# block 1

Fig. 1: block 1, congestion heat map
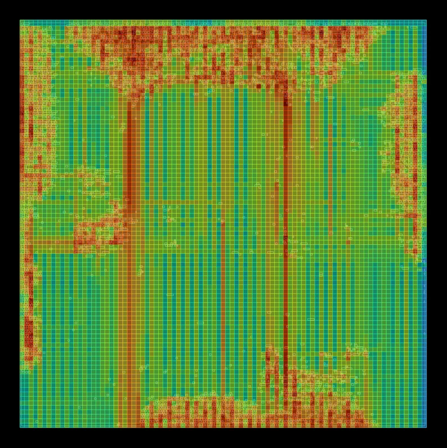
**src/rtl/spi_cfg_bank.sv**
```systemverilog
// SPI-frame-to-register-bank bridge: parses header + data words from the SPI RX
// byte stream, writes matching configuration channels, or streams readback on TX.
module spi_cfg_bank #(
    parameter int                    NUM          = 32,
    parameter int                    ASIZE        = 15,
    parameter int                    DSIZE        = 16,
    parameter int                    RD_LAT       = 2,
    parameter int                    BURST        = 1,
    parameter logic [NUM*DSIZE-1:0]  DEFAULT_DATA = '0
) (
    input  logic                   clock,
    input  logic                   rst,
    input  logic                   rx_stream_sof,
    input  logic [7:0]             rx_stream_data,
    input  logic                   rx_stream_vld,
    input  logic                   rx_stream_eof,
    input  logic                   tx_empty,
    output logic [23:0]            tx_send_momment,
    output logic [7:0]             tx_send_data,
    output logic                   tx_send_valid,
    input  logic [NUM*ASIZE-1:0]   cfg_addr_map,
    input  logic [NUM*DSIZE-1:0]   cfg_rdata,
    output logic [NUM*DSIZE-1:0]   cfg_wdata,
    output logic [NUM-1:0]         cfg_wr_en,
    output logic                   addr_err
);

    localparam int ABYTES = (ASIZE + 8) / 8;
    localparam int DBYTES = (DSIZE + 7) / 8;
    localparam int HW     = 8 * ABYTES;
    localparam int WW     = 8 * DBYTES;

    typedef enum logic [2:0] {
        S_IDLE,
        S_ADDR,
        S_WDATA,
        S_WCOMMIT,
        S_RLAT,
        S_RDATA,
        S_DONE
    } state_t;

    state_t                 state_q;
    logic [HW-1:0]          hdr_q;
    logic [WW-1:0]          word_q;
    logic [WW-1:0]          shift_q;
    logic [ASIZE-1:0]       addr_q;
    logic [7:0]             byte_cnt_q;
    logic [3:0]             lat_cnt_q;
    logic [NUM*DSIZE-1:0]   cfg_wdata_q;
    logic [NUM-1:0]         cfg_wr_en_q;
    logic [7:0]             tx_data_q;
    logic                   tx_valid_q;
    logic                   addr_err_q;

    logic [HW-1:0]          hdr_d;
    logic [WW-1:0]          word_d;
    logic                   hit;
    logic [NUM-1:0]         hit_oh;
    logic [DSIZE-1:0]       rd_sel;

    assign tx_send_momment = 24'd1;
    assign tx_send_data    = tx_data_q;
    assign tx_send_valid   = tx_valid_q;
    assign cfg_wdata       = cfg_wdata_q;
    assign cfg_wr_en       = cfg_wr_en_q;
    assign addr_err        = addr_err_q;

    // MSB-first byte shifters: the truncating cast drops the oldest byte.
    always_comb begin
        hdr_d  = HW'({hdr_q, rx_stream_data});
        word_d = WW'({word_q, rx_stream_data});
    end

    // Address match against the channel map; the first (lowest) matching channel wins.
    always_comb begin
        hit    = 1'b0;
        hit_oh = '0;
        rd_sel = '0;
        for (int unsigned k = 0; k < NUM; k++) begin
            if (!hit && (addr_q == cfg_addr_map[k*ASIZE +: ASIZE])) begin
                hit       = 1'b1;
                hit_oh[k] = 1'b1;
                rd_sel    = cfg_rdata[k*DSIZE +: DSIZE];
            end
        end
    end

    // Frame parser FSM with registered strobes, channel registers and TX byte output.
    always_ff @(posedge clock or posedge rst) begin
        if (rst) begin
            state_q     <= S_IDLE;
            hdr_q       <= '0;
            word_q      <= '0;
            shift_q     <= '0;
            addr_q      <= '0;
            byte_cnt_q  <= '0;
            lat_cnt_q   <= '0;
            cfg_wdata_q <= DEFAULT_DATA;
            cfg_wr_en_q <= '0;
            tx_data_q   <= '0;
            tx_valid_q  <= 1'b0;
            addr_err_q  <= 1'b0;
        end else begin
            cfg_wr_en_q <= '0;
            tx_valid_q  <= 1'b0;
            addr_err_q  <= 1'b0;

            if (rx_stream_sof) begin
                state_q    <= S_ADDR;
                byte_cnt_q <= '0;
                hdr_q      <= '0;
                word_q     <= '0;
            end else if (rx_stream_eof) begin
                state_q    <= S_IDLE;
                byte_cnt_q <= '0;
            end else begin
                case (state_q)
                    S_IDLE: begin
                    end

                    S_ADDR: begin
                        if (rx_stream_vld) begin
                            hdr_q <= hdr_d;
                            if (byte_cnt_q == 8'(ABYTES - 1)) begin
                                byte_cnt_q <= '0;
                                addr_q     <= hdr_d[ASIZE-1:0];
                                word_q     <= '0;
                                lat_cnt_q  <= '0;
                                state_q    <= hdr_d[HW-1] ? S_WDATA : S_RLAT;
                            end else begin
                                byte_cnt_q <= byte_cnt_q + 8'd1;
                            end
                        end
                    end

                    S_WDATA: begin
                        if (rx_stream_vld) begin
                            word_q <= word_d;
                            if (byte_cnt_q == 8'(DBYTES - 1)) begin
                                byte_cnt_q <= '0;
                                state_q    <= S_WCOMMIT;
                            end else begin
                                byte_cnt_q <= byte_cnt_q + 8'd1;
                            end
                        end
                    end

                    S_WCOMMIT: begin
                        cfg_wr_en_q <= hit_oh;
                        addr_err_q  <= ~hit;
                        for (int unsigned k = 0; k < NUM; k++) begin
                            if (hit_oh[k]) begin
                                cfg_wdata_q[k*DSIZE +: DSIZE] <= word_q[DSIZE-1:0];
                            end
                        end
                        if (BURST != 0) begin
                            addr_q <= addr_q + ASIZE'(1);
                            // A byte arriving during commit is the first byte of the next word.
                            if (rx_stream_vld) begin
                                word_q <= word_d;
                                if (DBYTES == 1) begin
                                    byte_cnt_q <= '0;
                                    state_q    <= S_WCOMMIT;
                                end else begin
                                    byte_cnt_q <= 8'd1;
                                    state_q    <= S_WDATA;
                                end
                            end else begin
                                byte_cnt_q <= '0;
                                state_q    <= S_WDATA;
                            end
                        end else begin
                            state_q <= S_DONE;
                        end
                    end

                    S_RLAT: begin
                        if (lat_cnt_q == 4'(RD_LAT - 1)) begin
                            shift_q    <= WW'(rd_sel);
                            addr_err_q <= ~hit;
                            byte_cnt_q <= '0;
                            state_q    <= S_RDATA;
                        end else begin
                            lat_cnt_q <= lat_cnt_q + 4'd1;
                        end
                    end

                    S_RDATA: begin
                        // Holding off while tx_valid_q is set spaces strobes two clocks apart.
                        if (tx_empty && !tx_valid_q) begin
                            tx_valid_q <= 1'b1;
                            tx_data_q  <= shift_q[WW-1 -: 8];
                            shift_q    <= WW'({shift_q, 8'h00});
                            if (byte_cnt_q == 8'(DBYTES - 1)) begin
                                byte_cnt_q <= '0;
                                if (BURST != 0) begin
                                    addr_q    <= addr_q + ASIZE'(1);
                                    lat_cnt_q <= '0;
                                    state_q   <= S_RLAT;
                                end else begin
                                    state_q <= S_DONE;
                                end
                            end else begin
                                byte_cnt_q <= byte_cnt_q + 8'd1;
                            end
                        end
                    end

                    S_DONE: begin
                    end

                    default: state_q <= S_IDLE;
                endcase
            end
        end
    end

endmodule

```
**config.mk**
```make
export PLATFORM = sky130hd
export DESIGN_NAME = spi_cfg_bank
export DESIGN_NICKNAME = d
export VERILOG_FILES = /design/src/rtl/spi_cfg_bank.sv
export SDC_FILE = /design/constraint.sdc
export NUM_CORES = 2
export LEC_CHECK = 0
export CAP_MARGIN = 40
export CORE_AREA = 2 2 626 628
export CTS_BUF_LIST = sky130_fd_sc_hd__clkbuf_2 sky130_fd_sc_hd__clkbuf_4 sky130_fd_sc_hd__clkbuf_8
export DETAILED_ROUTE_END_ITERATION = 10
export DIE_AREA = 0 0 628 630
export SLEW_MARGIN = 20
export SYNTH_ARGS = -nofsm -noshare
export SYNTH_HDL_FRONTEND = slang
export SYNTH_SLANG_ARGS = --single-unit
```
**constraint.sdc**
```tcl
create_clock -name clock -period 37.3 [get_ports clock]
set_clock_uncertainty 0.05 [all_clocks]
set_input_delay 7.46 -clock clock [delete_from_list [all_inputs] [get_ports clock]]
set_output_delay 7.46 -clock clock [all_outputs]
set_load 0.01 [all_outputs]
```
==> impl_metrics.yaml <==
# yosys + openroad results
job:
  tool_warnings: 32
sta:
  finalSetupViolations: 0
  hold_violations: 0
cts:
  root_buffer: "clkbuf_8"
  cts.path.max_buffers: 4
detailed_routing:
  avgViaCountPerCell: 3.45
  routed.top_layer: "met5"
  wl_met3_um: 30300
setup_path:
  timing.rr.start: "addr_q[4]$_DFFE_PP0P_"
  crit_type: "in -> reg"
  critPathArrivalTime_ns: 13.41
  path_depth: 14
floorplanning:
  rows: 229
  core_area_sq_mm: 0.388
  ios: 1584
outcome:
  status: "completed"
power:
  p_per_area_mw_per_mm2: 33.7
final_layout:
  fill_cells: 43800
  largest_register_ff_count: 512
  comb_area_frac: 0.293
synthesis:
  synthArstFlopShare: 1.00
  ys_sh_xor: 0.121
  synth_cell_types: 91
global_routing:
  grt_pass1_vias: 35800
Notes on Fig. 1 above:
fin util: 0.156
Tot GR Track Use: 0.161
met1 Use GR: 0.169


# block 2

Fig. 2: block 2, register map, names as in the netlist
Drawn at 4 px/um. Other sequential cells in the stronger gray, the rest of the logic in the fainter gray.
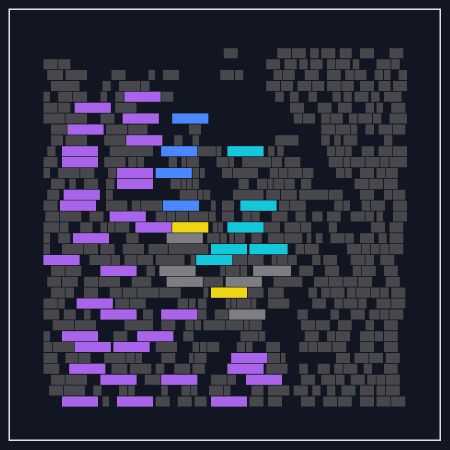
### config.mk
export PLATFORM = sky130hd
export DESIGN_NAME = pj_mem_ctl
export DESIGN_NICKNAME = d
export VERILOG_FILES = /design/src/rtl/pj_mem_ctl.sv
export SDC_FILE = /design/constraint.sdc
export NUM_CORES = 1
export LEC_CHECK = 0
export ABC_AREA = 0
export ABC_CLOCK_PERIOD_IN_PS = 2100
export CAP_MARGIN = 25
export CORE_MARGIN = 8
export CORE_UTILIZATION = 36
export CTS_CLUSTER_SIZE = 12
export DETAILED_ROUTE_END_ITERATION = 8
export PLACE_DENSITY_LB_ADDON = 0.25
export SLEW_MARGIN = 20
export SYNTH_ARGS = -nofsm -noshare
export SYNTH_HDL_FRONTEND = slang
export SYNTH_SLANG_ARGS = --single-unit
### constraint.sdc
create_clock -name clk -period 2.1 [get_ports clk]
set_input_delay 0.315 -clock clk [delete_from_list [all_inputs] [get_ports clk]]
set_output_delay 0.315 -clock clk [all_outputs]
set_load 0.005 [all_outputs]
### src/rtl/pj_mem_ctl.sv
// rtl/pj_mem_ctl.sv - bus interface unit to synchronous SRAM controller
// Single/burst reads and writes with optional wait states and error acks.
module pj_mem_ctl #(
  parameter int unsigned WAIT_CYCLES = 2,
  parameter logic [31:0] ADDR_LIMIT  = 32'h00FF_FFFF
) (
  input  logic        clk,
  input  logic        reset_l,
  input  logic        pj_tv,
  input  logic        pj_ale,
  input  logic [31:0] pj_addr,
  input  logic [3:0]  pj_type,
  input  logic [1:0]  pj_size,
  input  logic [31:0] pj_data_out,
  output logic [31:0] pj_data_in,
  output logic [1:0]  pj_ack,
  output logic        mem_cs,
  output logic        mem_we,
  output logic [29:0] mem_addr,
  output logic [3:0]  mem_be,
  output logic [31:0] mem_wdata,
  input  logic [31:0] mem_rdata
);

  typedef enum logic [5:0] {
    ST_IDLE  = 6'b000001,
    ST_WAIT  = 6'b000010,
    ST_RBEAT = 6'b000100,
    ST_WBEAT = 6'b001000,
    ST_WACK  = 6'b010000,
    ST_ERR   = 6'b100000
  } state_t;

  localparam logic [3:0] WAIT_INIT = 4'(WAIT_CYCLES);
  localparam bit         HAS_WAIT  = (WAIT_CYCLES != 0);

  state_t      state_q, state_d;
  logic [31:0] addr_q;
  logic [1:0]  type_q;
  logic [1:0]  size_q;
  logic        err_q;
  logic [3:0]  wait_cnt_q;
  logic [1:0]  beat_q;
  logic        rd_ack_q;
  logic        capture;
  logic        cap_err;
  logic        last_beat;
  logic [1:0]  word_off;
  logic [29:0] beat_addr;
  logic [3:0]  beat_be;
  logic        unused_type;

  assign unused_type = ^pj_type[3:2];

  assign cap_err = (pj_addr > ADDR_LIMIT) || (pj_size == 2'b11) ||
                   ((pj_size == 2'b01) && pj_addr[0]) ||
                   ((pj_size == 2'b10) && (pj_addr[1:0] != 2'b00));

  assign last_beat = type_q[1] || (beat_q == 2'd3);
  // Bursts wrap inside the 16-byte line, starting from the requested word
  assign word_off  = addr_q[3:2] + beat_q;
  assign beat_addr = {addr_q[31:4], word_off};

  always_comb begin
    beat_be = 4'hF;
    if (type_q[1]) begin
      case (size_q)
        2'b00:   beat_be = 4'b0001 << addr_q[1:0];
        2'b01:   beat_be = addr_q[1] ? 4'b1100 : 4'b0011;
        default: beat_be = 4'hF;
      endcase
    end
  end

  always_ff @(posedge clk or negedge reset_l) begin
    if (!reset_l) state_q <= ST_IDLE;
    else          state_q <= state_d;
  end

  always_comb begin
    state_d    = state_q;
    capture    = 1'b0;
    pj_ack     = 2'b00;
    pj_data_in = 32'h0;
    mem_cs     = 1'b0;
    mem_we     = 1'b0;
    mem_addr   = 30'h0;
    mem_be     = 4'h0;
    mem_wdata  = 32'h0;
    // SRAM data arrives one cycle after each read beat
    if (rd_ack_q) begin
      pj_ack     = 2'b01;
      pj_data_in = mem_rdata;
    end
    case (state_q)
      ST_IDLE: begin
        if (pj_tv && !pj_ale) begin
          capture = 1'b1;
          if (HAS_WAIT)        state_d = ST_WAIT;
          else if (cap_err)    state_d = ST_ERR;
          else if (pj_type[0]) state_d = ST_WBEAT;
          else                 state_d = ST_RBEAT;
        end
      end
      ST_WAIT: begin
        if (wait_cnt_q == 4'd1) begin
          if (err_q)          state_d = ST_ERR;
          else if (type_q[0]) state_d = ST_WBEAT;
          else                state_d = ST_RBEAT;
        end
      end
      ST_RBEAT: begin
        mem_cs   = 1'b1;
        mem_addr = beat_addr;
        mem_be   = beat_be;
        if (last_beat) state_d = ST_WACK;
      end
      ST_WBEAT: begin
        mem_cs    = 1'b1;
        mem_we    = 1'b1;
        mem_addr  = beat_addr;
        mem_be    = beat_be;
        mem_wdata = pj_data_out;
        state_d   = ST_WACK;
      end
      ST_WACK: begin
        pj_ack = 2'b01;
        if (type_q[0] && !last_beat) state_d = ST_WBEAT;
        else                         state_d = ST_IDLE;
      end
      ST_ERR: begin
        pj_ack  = 2'b10;
        state_d = ST_IDLE;
      end
      default: state_d = ST_IDLE;
    endcase
  end

  always_ff @(posedge clk or negedge reset_l) begin
    if (!reset_l) begin
      addr_q     <= 32'h0;
      type_q     <= 2'b00;
      size_q     <= 2'b00;
      err_q      <= 1'b0;
      wait_cnt_q <= 4'h0;
      beat_q     <= 2'd0;
      rd_ack_q   <= 1'b0;
    end else begin
      rd_ack_q <= (state_q == ST_RBEAT);
      if (capture) begin
        addr_q     <= pj_addr;
        type_q     <= pj_type[1:0];
        size_q     <= pj_size;
        err_q      <= cap_err;
        wait_cnt_q <= WAIT_INIT;
        beat_q     <= 2'd0;
      end else begin
        if (state_q == ST_WAIT) wait_cnt_q <= wait_cnt_q - 4'd1;
        if (((state_q == ST_RBEAT) || ((state_q == ST_WACK) && type_q[0])) && !last_beat)
          beat_q <= beat_q + 2'd1;
      end
    end
  end

endmodule
==> impl_metrics.yaml <==
# yosys + openroad results
synthesis:
  yosys_warnings: 0
  edf_count: 0
  top_cell: "and2_1"
  syn-num-nets: 388
  numSynthFlops: 50
  yosys-stat-cells: 278
outcome:
  status: "completed"
floorplanning:
  core_area_sq_mm: 0.00818
  die_y_um: 107
  fp_util: 0.368
detailed_routing:
  ant_nets: 0
  routed.top_layer: "met4"
  drt_wl_total_um: 11400
setup_path:
  crit_type: "reg -> out"
  path_buffers: 6
  crit_slowest_cell: "dfrtp_1"
  ff2ff_setup_slack_ns: 0.13
  timing.critical_path.from: "state_q[2]$_DFFE_PN0P_"
  crit_path_end: "mem_addr[22]"
job:
  cap_violations: 0
  tool_warnings: 31
place:
  dp_cells: 589
  dp_hpwl_um: 8560
cts:
  cts_hold_buf: 1
  numCtsBuffers: 5
  cts.path.max_buffers: 2
  cts_htree_levels: 2
  tritoncts: "done"
  post_cts_buffers: 9
final_layout:
  area_growth_pct: 81.0
  largest_class: "non-clock buffers"
  lay_top_count: "clkdlybuf4s50_1"
  final_cells: 610
  nNonClkBuffers: 233
  flop-count: 50
  comb_area_frac: 0.315
global_routing:
  grt_pass1_wl_um: 17100
  antenna_found_initial: 0
  grt.total_usage: 0.189
sta:
  rsz0062_at_grt: "true"
  fmax_mhz: 476
worst_hold_path:
  hold_end: "addr_q[15]$_DFFE_PN0P_"
power:
  p_seq_mw: 1.69
  pg_clk_uw: 670
  power_frac_seq: 0.424
  total_leakage_power_nw: 2.71
Notes on Fig. 2 above:
color	signal	sequential cells
purple	`addr_q`	32
blue	`wait_cnt_q`	4
yellow	`type_q`	2
cyan	`state_q`	6


# block 3

Fig. 3: block 3, layout detail
Window x 28 to 68, y 47 to 87 um. Cells in gray, sequential cells in the stronger gray; small squares are vias.
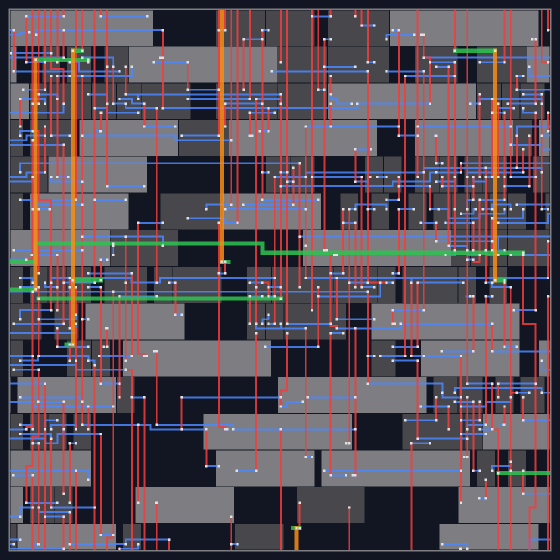
`config.mk`:
```
export PLATFORM = sky130hd
export DESIGN_NAME = ppa_pipe_adder
export DESIGN_NICKNAME = d
export VERILOG_FILES = /design/src/rtl/ppa_pkg.sv /design/src/rtl/ppa_prefix_level.sv /design/src/rtl/ppa_pipe_adder.sv
export SDC_FILE = /design/constraint.sdc
export NUM_CORES = 1
export LEC_CHECK = 0
export ABC_AREA = 1
export CAP_MARGIN = 20
export CORE_UTILIZATION = 55
export CTS_CLUSTER_SIZE = 16
export DETAILED_ROUTE_END_ITERATION = 7
export PLACE_DENSITY = 0.87
export SYNTH_ARGS = -nofsm -noshare
export SYNTH_HDL_FRONTEND = slang
export SYNTH_SLANG_ARGS = --single-unit
```
`constraint.sdc`:
```
create_clock -name clk -period 6.67 [get_ports clk]
set_input_delay 1.334 -clock clk [delete_from_list [all_inputs] [get_ports clk]]
set_output_delay 1.334 -clock clk [all_outputs]
set_load 0.03 [all_outputs]
```
`src/rtl/ppa_pkg.sv`:
```
// ppa_pkg: shared types, topology constants and prefix-network helpers for the pipelined adder
package ppa_pkg;
  localparam int TOPO_SKLANSKY = 0;
  localparam int TOPO_KOGGE = 1;
  typedef struct packed {
    logic g;
    logic p;
  } ppa_gp_t;
  function automatic int ppa_levels(input int width);
    return $clog2(width + 1);
  endfunction
  function automatic int ppa_span(input int topo, input int lvl, input int i);
    if (topo == TOPO_KOGGE) return i >= (1 << lvl) ? i - (1 << lvl) : -1;
    return ((i >> lvl) & 1) != 0 ? ((i >> lvl) << lvl) - 1 : -1;
  endfunction
endpackage

```
`src/rtl/ppa_prefix_level.sv`:
```
// ppa_prefix_level: one combinational row of black/grey prefix cells over positions -1..WIDTH-1
module ppa_prefix_level
  import ppa_pkg::*;
#(
  parameter int WIDTH = 32,
  parameter int TOPOLOGY = TOPO_SKLANSKY,
  parameter int LEVEL = 0
) (
  input  ppa_gp_t [WIDTH:0] gp_i,
  output ppa_gp_t [WIDTH:0] gp_o
);
  for (genvar j = 0; j <= WIDTH; j++) begin : g_cell
    localparam int SRC = ppa_span(TOPOLOGY, LEVEL, j);
    if (SRC < 0) begin : g_pass
      assign gp_o[j] = gp_i[j];
    end else begin : g_op
      assign gp_o[j].g = gp_i[j].g | (gp_i[j].p & gp_i[SRC].g);
      assign gp_o[j].p = (j >= (2 << LEVEL)) && gp_i[j].p && gp_i[SRC].p;
    end
  end
endmodule

```
`src/rtl/ppa_pipe_adder.sv`:
```
// ppa_pipe_adder: pipelined parallel-prefix adder with valid/ready; PPA_PIPE_OVF_EN adds signed-overflow port ovf
module ppa_pipe_adder
  import ppa_pkg::*;
#(
  parameter int WIDTH = 32,
  parameter int TOPOLOGY = TOPO_SKLANSKY,
  parameter int unsigned LVL_REG = 0
) (
  input  logic             clk,
  input  logic             rst,
  input  logic             in_valid,
  output logic             in_ready,
  input  logic [WIDTH-1:0] a,
  input  logic [WIDTH-1:0] b,
  input  logic             cin,
  output logic             out_valid,
  input  logic             out_ready,
  output logic [WIDTH-1:0] sum,
  output logic             cout
`ifdef PPA_PIPE_OVF_EN
  ,
  output logic             ovf
`endif
);
  localparam int LVLS = ppa_levels(WIDTH);
  function automatic int nreg(input int n);
    int c = 0;
    for (int i = 0; i < n; i++) if (LVL_REG[i]) c++;
    return c;
  endfunction
  localparam int S = 2 + nreg(LVLS);
  logic [S-1:0] v_q, v_d, en, vin, ld;
  logic all_v;
  ppa_gp_t [WIDTH:0] pre_d, pre_q;
  ppa_gp_t [WIDTH:0] gp_w [LVLS+1];
  ppa_gp_t [WIDTH:0] gp_c [LVLS];
  logic [WIDTH-1:0] pw [LVLS+1];
  logic [WIDTH-1:0] sum_d, sum_q;
  logic cout_d, cout_q;
  always_comb begin
    all_v = 1'b1;
    en = '0;
    for (int k = S - 1; k >= 0; k--) begin
      all_v = all_v & v_q[k];
      en[k] = !all_v || out_ready;
    end
  end
  assign vin = {v_q[S-2:0], in_valid};
  assign ld = en & vin;
  assign v_d = ld | (v_q & ~en);
  assign in_ready = en[0];
  assign out_valid = v_q[S-1];
  always_ff @(posedge clk) v_q <= rst ? '0 : v_d;
  assign pre_d[0] = '{g: cin, p: 1'b0};
  for (genvar i = 0; i < WIDTH; i++) begin : g_bit
    assign pre_d[i+1] = '{g: a[i] & b[i], p: a[i] ^ b[i]};
    assign pw[0][i] = pre_q[i+1].p;
    assign sum_d[i] = pw[LVLS][i] ^ gp_w[LVLS][i].g;
  end
  always_ff @(posedge clk) if (ld[0]) pre_q <= pre_d;
  assign gp_w[0] = pre_q;
  for (genvar l = 0; l < LVLS; l++) begin : g_lvl
    ppa_prefix_level #(.WIDTH(WIDTH), .TOPOLOGY(TOPOLOGY), .LEVEL(l)) u_level (
      .gp_i(gp_w[l]),
      .gp_o(gp_c[l])
    );
    if (LVL_REG[l]) begin : g_reg
      localparam int K = 1 + nreg(l);
      ppa_gp_t [WIDTH:0] gp_q;
      logic [WIDTH-1:0] p_q;
      always_ff @(posedge clk)
        if (ld[K]) begin
          gp_q <= gp_c[l];
          p_q <= pw[l];
        end
      assign gp_w[l+1] = gp_q;
      assign pw[l+1] = p_q;
    end else begin : g_thru
      assign gp_w[l+1] = gp_c[l];
      assign pw[l+1] = pw[l];
    end
  end
  assign cout_d = gp_w[LVLS][WIDTH].g;
  always_ff @(posedge clk)
    if (rst) begin
      sum_q <= '0;
      cout_q <= 1'b0;
    end else if (ld[S-1]) begin
      sum_q <= sum_d;
      cout_q <= cout_d;
    end
  assign sum = sum_q;
  assign cout = cout_q;
`ifdef PPA_PIPE_OVF_EN
  logic ovf_q;
  always_ff @(posedge clk)
    if (rst) ovf_q <= 1'b0;
    else if (ld[S-1]) ovf_q <= cout_d ^ gp_w[LVLS][WIDTH-1].g;
  assign ovf = ovf_q;
`endif
endmodule

```
==> impl_metrics.yaml <==
# yosys + openroad results
detailed_routing:
  routedLengthMet1_um: 3930
  drt-pass1-iter-count: 4
  vias: 3847
  drtIter0Drc: 128
  ant_nets: 0
  wl_met2_um: 5240
  drc: 0
floorplanning:
  taps: 105
  chipArea_sq_mm: 0.00919
  ios: 104
  core_area_sq_mm: 0.00838
cts:
  cts_htree_levels: 3
  post_cts_buffers: 0
  clock_latency_ns: 0.37
  tritoncts: "done"
  root_buffer: "clkbuf_8"
global_routing:
  grt.total_usage: 0.233
  grt_pass1_vias: 3829
  antenna_found_initial: 0
sta:
  finalSetupViolations: 0
  hold_violations: 0
  clock-skew-final_ns: 0.0169
  tns_ns: 0
power:
  pg_clk_uw: 380
  total_leakage_power_nw: 2.72
worst_hold_path:
  hp-class: "reg -> reg"
  worstHoldStart: "sum[19]$_SDFFE_PP0P_"
setup_path:
  cp_max_fo: 3
  crit_slowest_cell: "clkdlybuf4s50_1"
  timing.critical_path.from: "out_ready"
  ff2ff_setup_slack_ns: 4.48
  endpoint_kind: "primary output"
synthesis:
  synth_cells: 525
  synth-simple-area-share: 0.201
  top_cell: "nand2_1"
final_layout:
  stdcell_area_sq_mm: 0.00617
  largest_register_ff_count: 65
  largest_class: "flip-flops and latches"
  clk_share: 0.0321
  sh_seq_area: 0.430
place:
  dp_hpwl_um: 7320
  dp_cells: 724
job:
  cap_violations: 0
outcome:
  status: "completed"
## Picture notes: Fig. 3
color	layer
green	met3
orange	met4
blue	met1
red	met2
cells with their middle in the window	116
sequential cells in the window	27
netlist names of flops here include	`sum` (15), `gp_w` (11)
most frequent	nor2_1 (19), dfxtp_1 (16), o21ai_0 (15)


# block 4

--- src/rtl/mealy_seq_detect.sv ---
// Mealy detector for a parameterised bit pattern fed by one-cycle '0'/'1' key strobes.
// Keeps a fill-gated bit history, a saturating match counter and a conflict flag.
module mealy_seq_detect #(
    parameter int               LEN     = 4,
    parameter logic [LEN-1:0]   PATTERN = 4'b1011,
    parameter bit               OVERLAP = 1'b1,
    parameter int               CNT_W   = 8
) (
    input  logic             clk_200H,
    input  logic             rst,
    input  logic             inp0_pulse,
    input  logic             inp1_pulse,
    output logic             match,
    output logic             match_q,
    output logic [CNT_W-1:0] match_count,
    output logic [LEN-1:0]   history,
    output logic [2:0]       fill,
    output logic             conflict
);

    // fill is held one bit wider internally so that LEN=8 can be represented
    localparam logic [3:0] LEN_C = 4'(LEN);

    logic [LEN-1:0]   history_r;
    logic [3:0]       fill_r;
    logic [CNT_W-1:0] count_r;
    logic             match_q_r;
    logic             conflict_r;

    logic [LEN-1:0]   history_n_s;
    logic [3:0]       fill_n_s;
    logic [CNT_W-1:0] count_n_s;
    logic             accepted_s;
    logic             bit_s;
    logic [LEN-1:0]   cand_s;
    logic             match_s;

    function automatic logic [CNT_W-1:0] sat_inc(input logic [CNT_W-1:0] v);
        if (v == {CNT_W{1'b1}}) begin
            return v;
        end else begin
            return v + CNT_W'(1'b1);
        end
    endfunction

    // Candidate window and zero-latency match decision
    always_comb begin
        accepted_s = inp0_pulse ^ inp1_pulse;
        bit_s      = inp1_pulse;
        cand_s     = {history_r[LEN-2:0], bit_s};
        match_s    = 1'b0;
        if (!rst && accepted_s && (fill_r >= (LEN_C - 4'd1)) && (cand_s == PATTERN)) begin
            match_s = 1'b1;
        end else begin
            match_s = 1'b0;
        end
    end

    // Next-state for history, fill and match counter
    always_comb begin
        history_n_s = history_r;
        fill_n_s    = fill_r;
        count_n_s   = count_r;
        if (match_s) begin
            count_n_s = sat_inc(count_r);
            if (OVERLAP != 1'b0) begin
                history_n_s = cand_s;
                fill_n_s    = LEN_C;
            end else begin
                history_n_s = '0;
                fill_n_s    = 4'd0;
            end
        end else if (accepted_s) begin
            history_n_s = cand_s;
            if (fill_r >= LEN_C) begin
                fill_n_s = LEN_C;
            end else begin
                fill_n_s = fill_r + 4'd1;
            end
        end else begin
            history_n_s = history_r;
            fill_n_s    = fill_r;
            count_n_s   = count_r;
        end
    end

    // State and registered flag update
    always_ff @(posedge clk_200H or posedge rst) begin
        if (rst) begin
            history_r  <= '0;
            fill_r     <= 4'd0;
            count_r    <= '0;
            match_q_r  <= 1'b0;
            conflict_r <= 1'b0;
        end else begin
            history_r  <= history_n_s;
            fill_r     <= fill_n_s;
            count_r    <= count_n_s;
            match_q_r  <= match_s;
            conflict_r <= inp0_pulse & inp1_pulse;
        end
    end

    assign match       = match_s;
    assign match_q     = match_q_r;
    assign match_count = count_r;
    assign history     = history_r;
    assign fill        = (fill_r > 4'd7) ? 3'd7 : fill_r[2:0];
    assign conflict    = conflict_r;

endmodule

--- config.mk ---
export PLATFORM = sky130hd
export DESIGN_NAME = mealy_seq_detect
export DESIGN_NICKNAME = d
export VERILOG_FILES = /design/src/rtl/mealy_seq_detect.sv
export SDC_FILE = /design/constraint.sdc
export NUM_CORES = 1
export LEC_CHECK = 0
export CORE_MARGIN = 3
export CORE_UTILIZATION = 52
export CTS_BUF_LIST = sky130_fd_sc_hd__clkbuf_8
export DETAILED_ROUTE_END_ITERATION = 6
export PLACE_DENSITY = 0.85
export SETUP_SLACK_MARGIN = 0.15
export SLEW_MARGIN = 5
export SYNTH_ARGS = -nofsm -noshare
export SYNTH_HDL_FRONTEND = slang
export SYNTH_SLANG_ARGS = --single-unit
--- constraint.sdc ---
create_clock -name clk_200H -period 2.6 [get_ports clk_200H]
set_input_delay 0.52 -clock clk_200H [delete_from_list [all_inputs] [get_ports clk_200H]]
set_output_delay 0.52 -clock clk_200H [all_outputs]
set_load 0.02 [all_outputs]
Fig. 4: block 4, congestion heat map
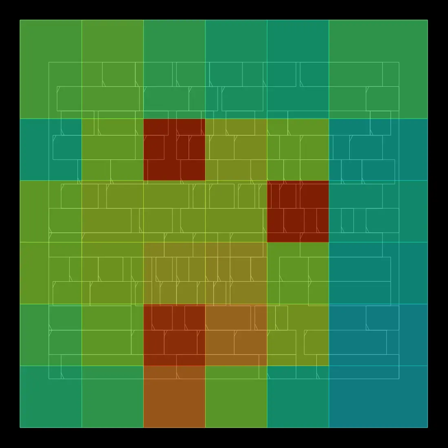
met1 Use GR: 0.216
met3 Track Usage GR: 0.0751
fin util: 0.798
Tot GR Track Use: 0.183
met2 usage: 0.279

Fig. 5: block 4, register map, names as in the netlist
Drawn at 10 px/um. Other sequential cells in the stronger gray, the rest of the logic in the fainter gray.
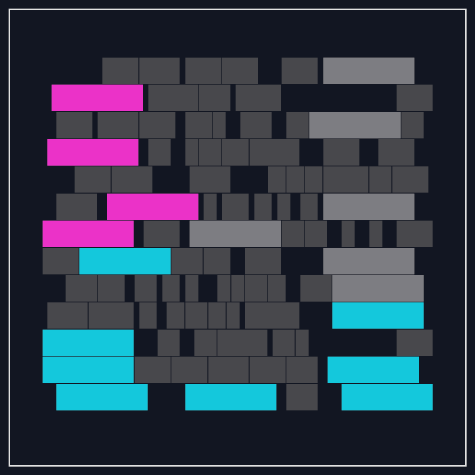
color	signal	sequential cells
magenta	`history`	4
cyan	`match_count`	8
not colored	6
register area: 450 sq um
seq pwr: 378 uW
flop share of the area: 0.408

==> impl_metrics.yaml <==
# yosys + openroad results
place:
  dpl_cell_area_sq_mm: 0.00106
  dp_cells: 109
setup_path:
  reg2reg_depth: 6
  endpoint_kind: "primary output"
  cp_max_fo: 2
  path_depth: 6
  critPathArrivalTime_ns: 1.84
  timing.rr.start: "fill_r[0]$_DFFE_PP0P_"
power:
  peakVddDrop_mv: 0.521
  power-top-group: "sequential cells"
  power.switching_uw: 271
  p_per_area_mw_per_mm2: 780
  power_frac_seq: 0.439
  p_comb_frac: 0.344
  total_power_uw: 861
sta:
  tns_ns: 0
  rsz0062_at_grt: "false"
  slew_viol_final: 0
  hold_ws_ns: 0.496
  period_minus_slack_ns: 2.36
cts:
  numCtsBuffers: 3
  root_buffer: "clkbuf_8"
final_layout:
  diodes: 0
  fill_cells: 90
synthesis:
  top_area_frac: 0.555
  numSynthFlops: 18
  yosysTopAreaCell: "dfrtp_1"
  ys_sh_xor: 0.0539
  netlist_top_cells_count: "18 x dfrtp_1, 5 x xor2_1"
  yosys-stat-cells: 70
global_routing:
  grt_pass1_vias: 588
worst_hold_path:
  holdPathStages: 1
  hold_end: "fill_r[2]$_DFFE_PP0P_"
  worstHoldStart: "fill_r[2]$_DFFE_PP0P_"
detailed_routing:
  wire_per_inst_um: 13.8
outcome:
  status: "completed"


==> screenshots <==
Logic cells by family.
(a)
Drawn at 4 px/um.
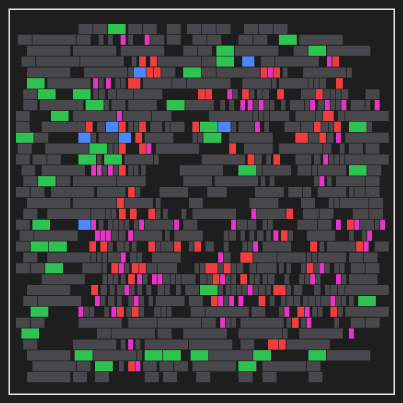
(b)
Drawn at 4 px/um.
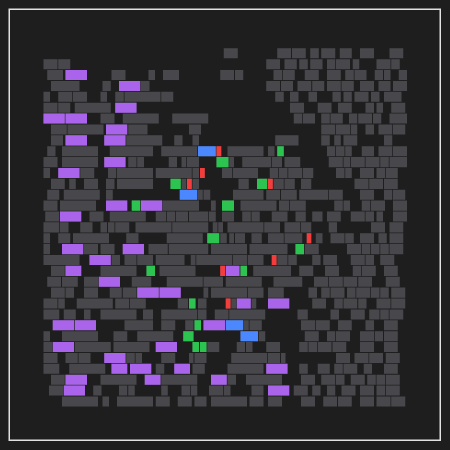
(c)
Drawn at 10 px/um.
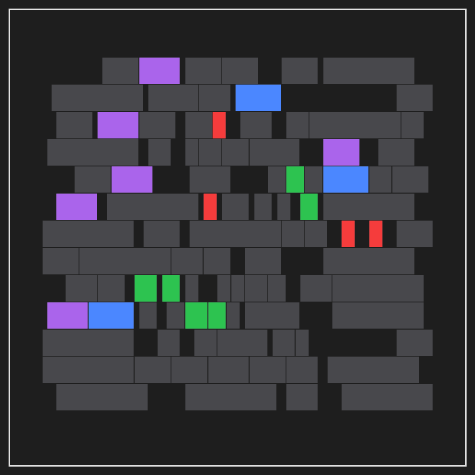
- (c) = block 4
- (a) = block 3
- (b) = block 2
- most cells: (a)
- largest die: (b)

No activity file was given, so power comes from the tool's default toggle rates.
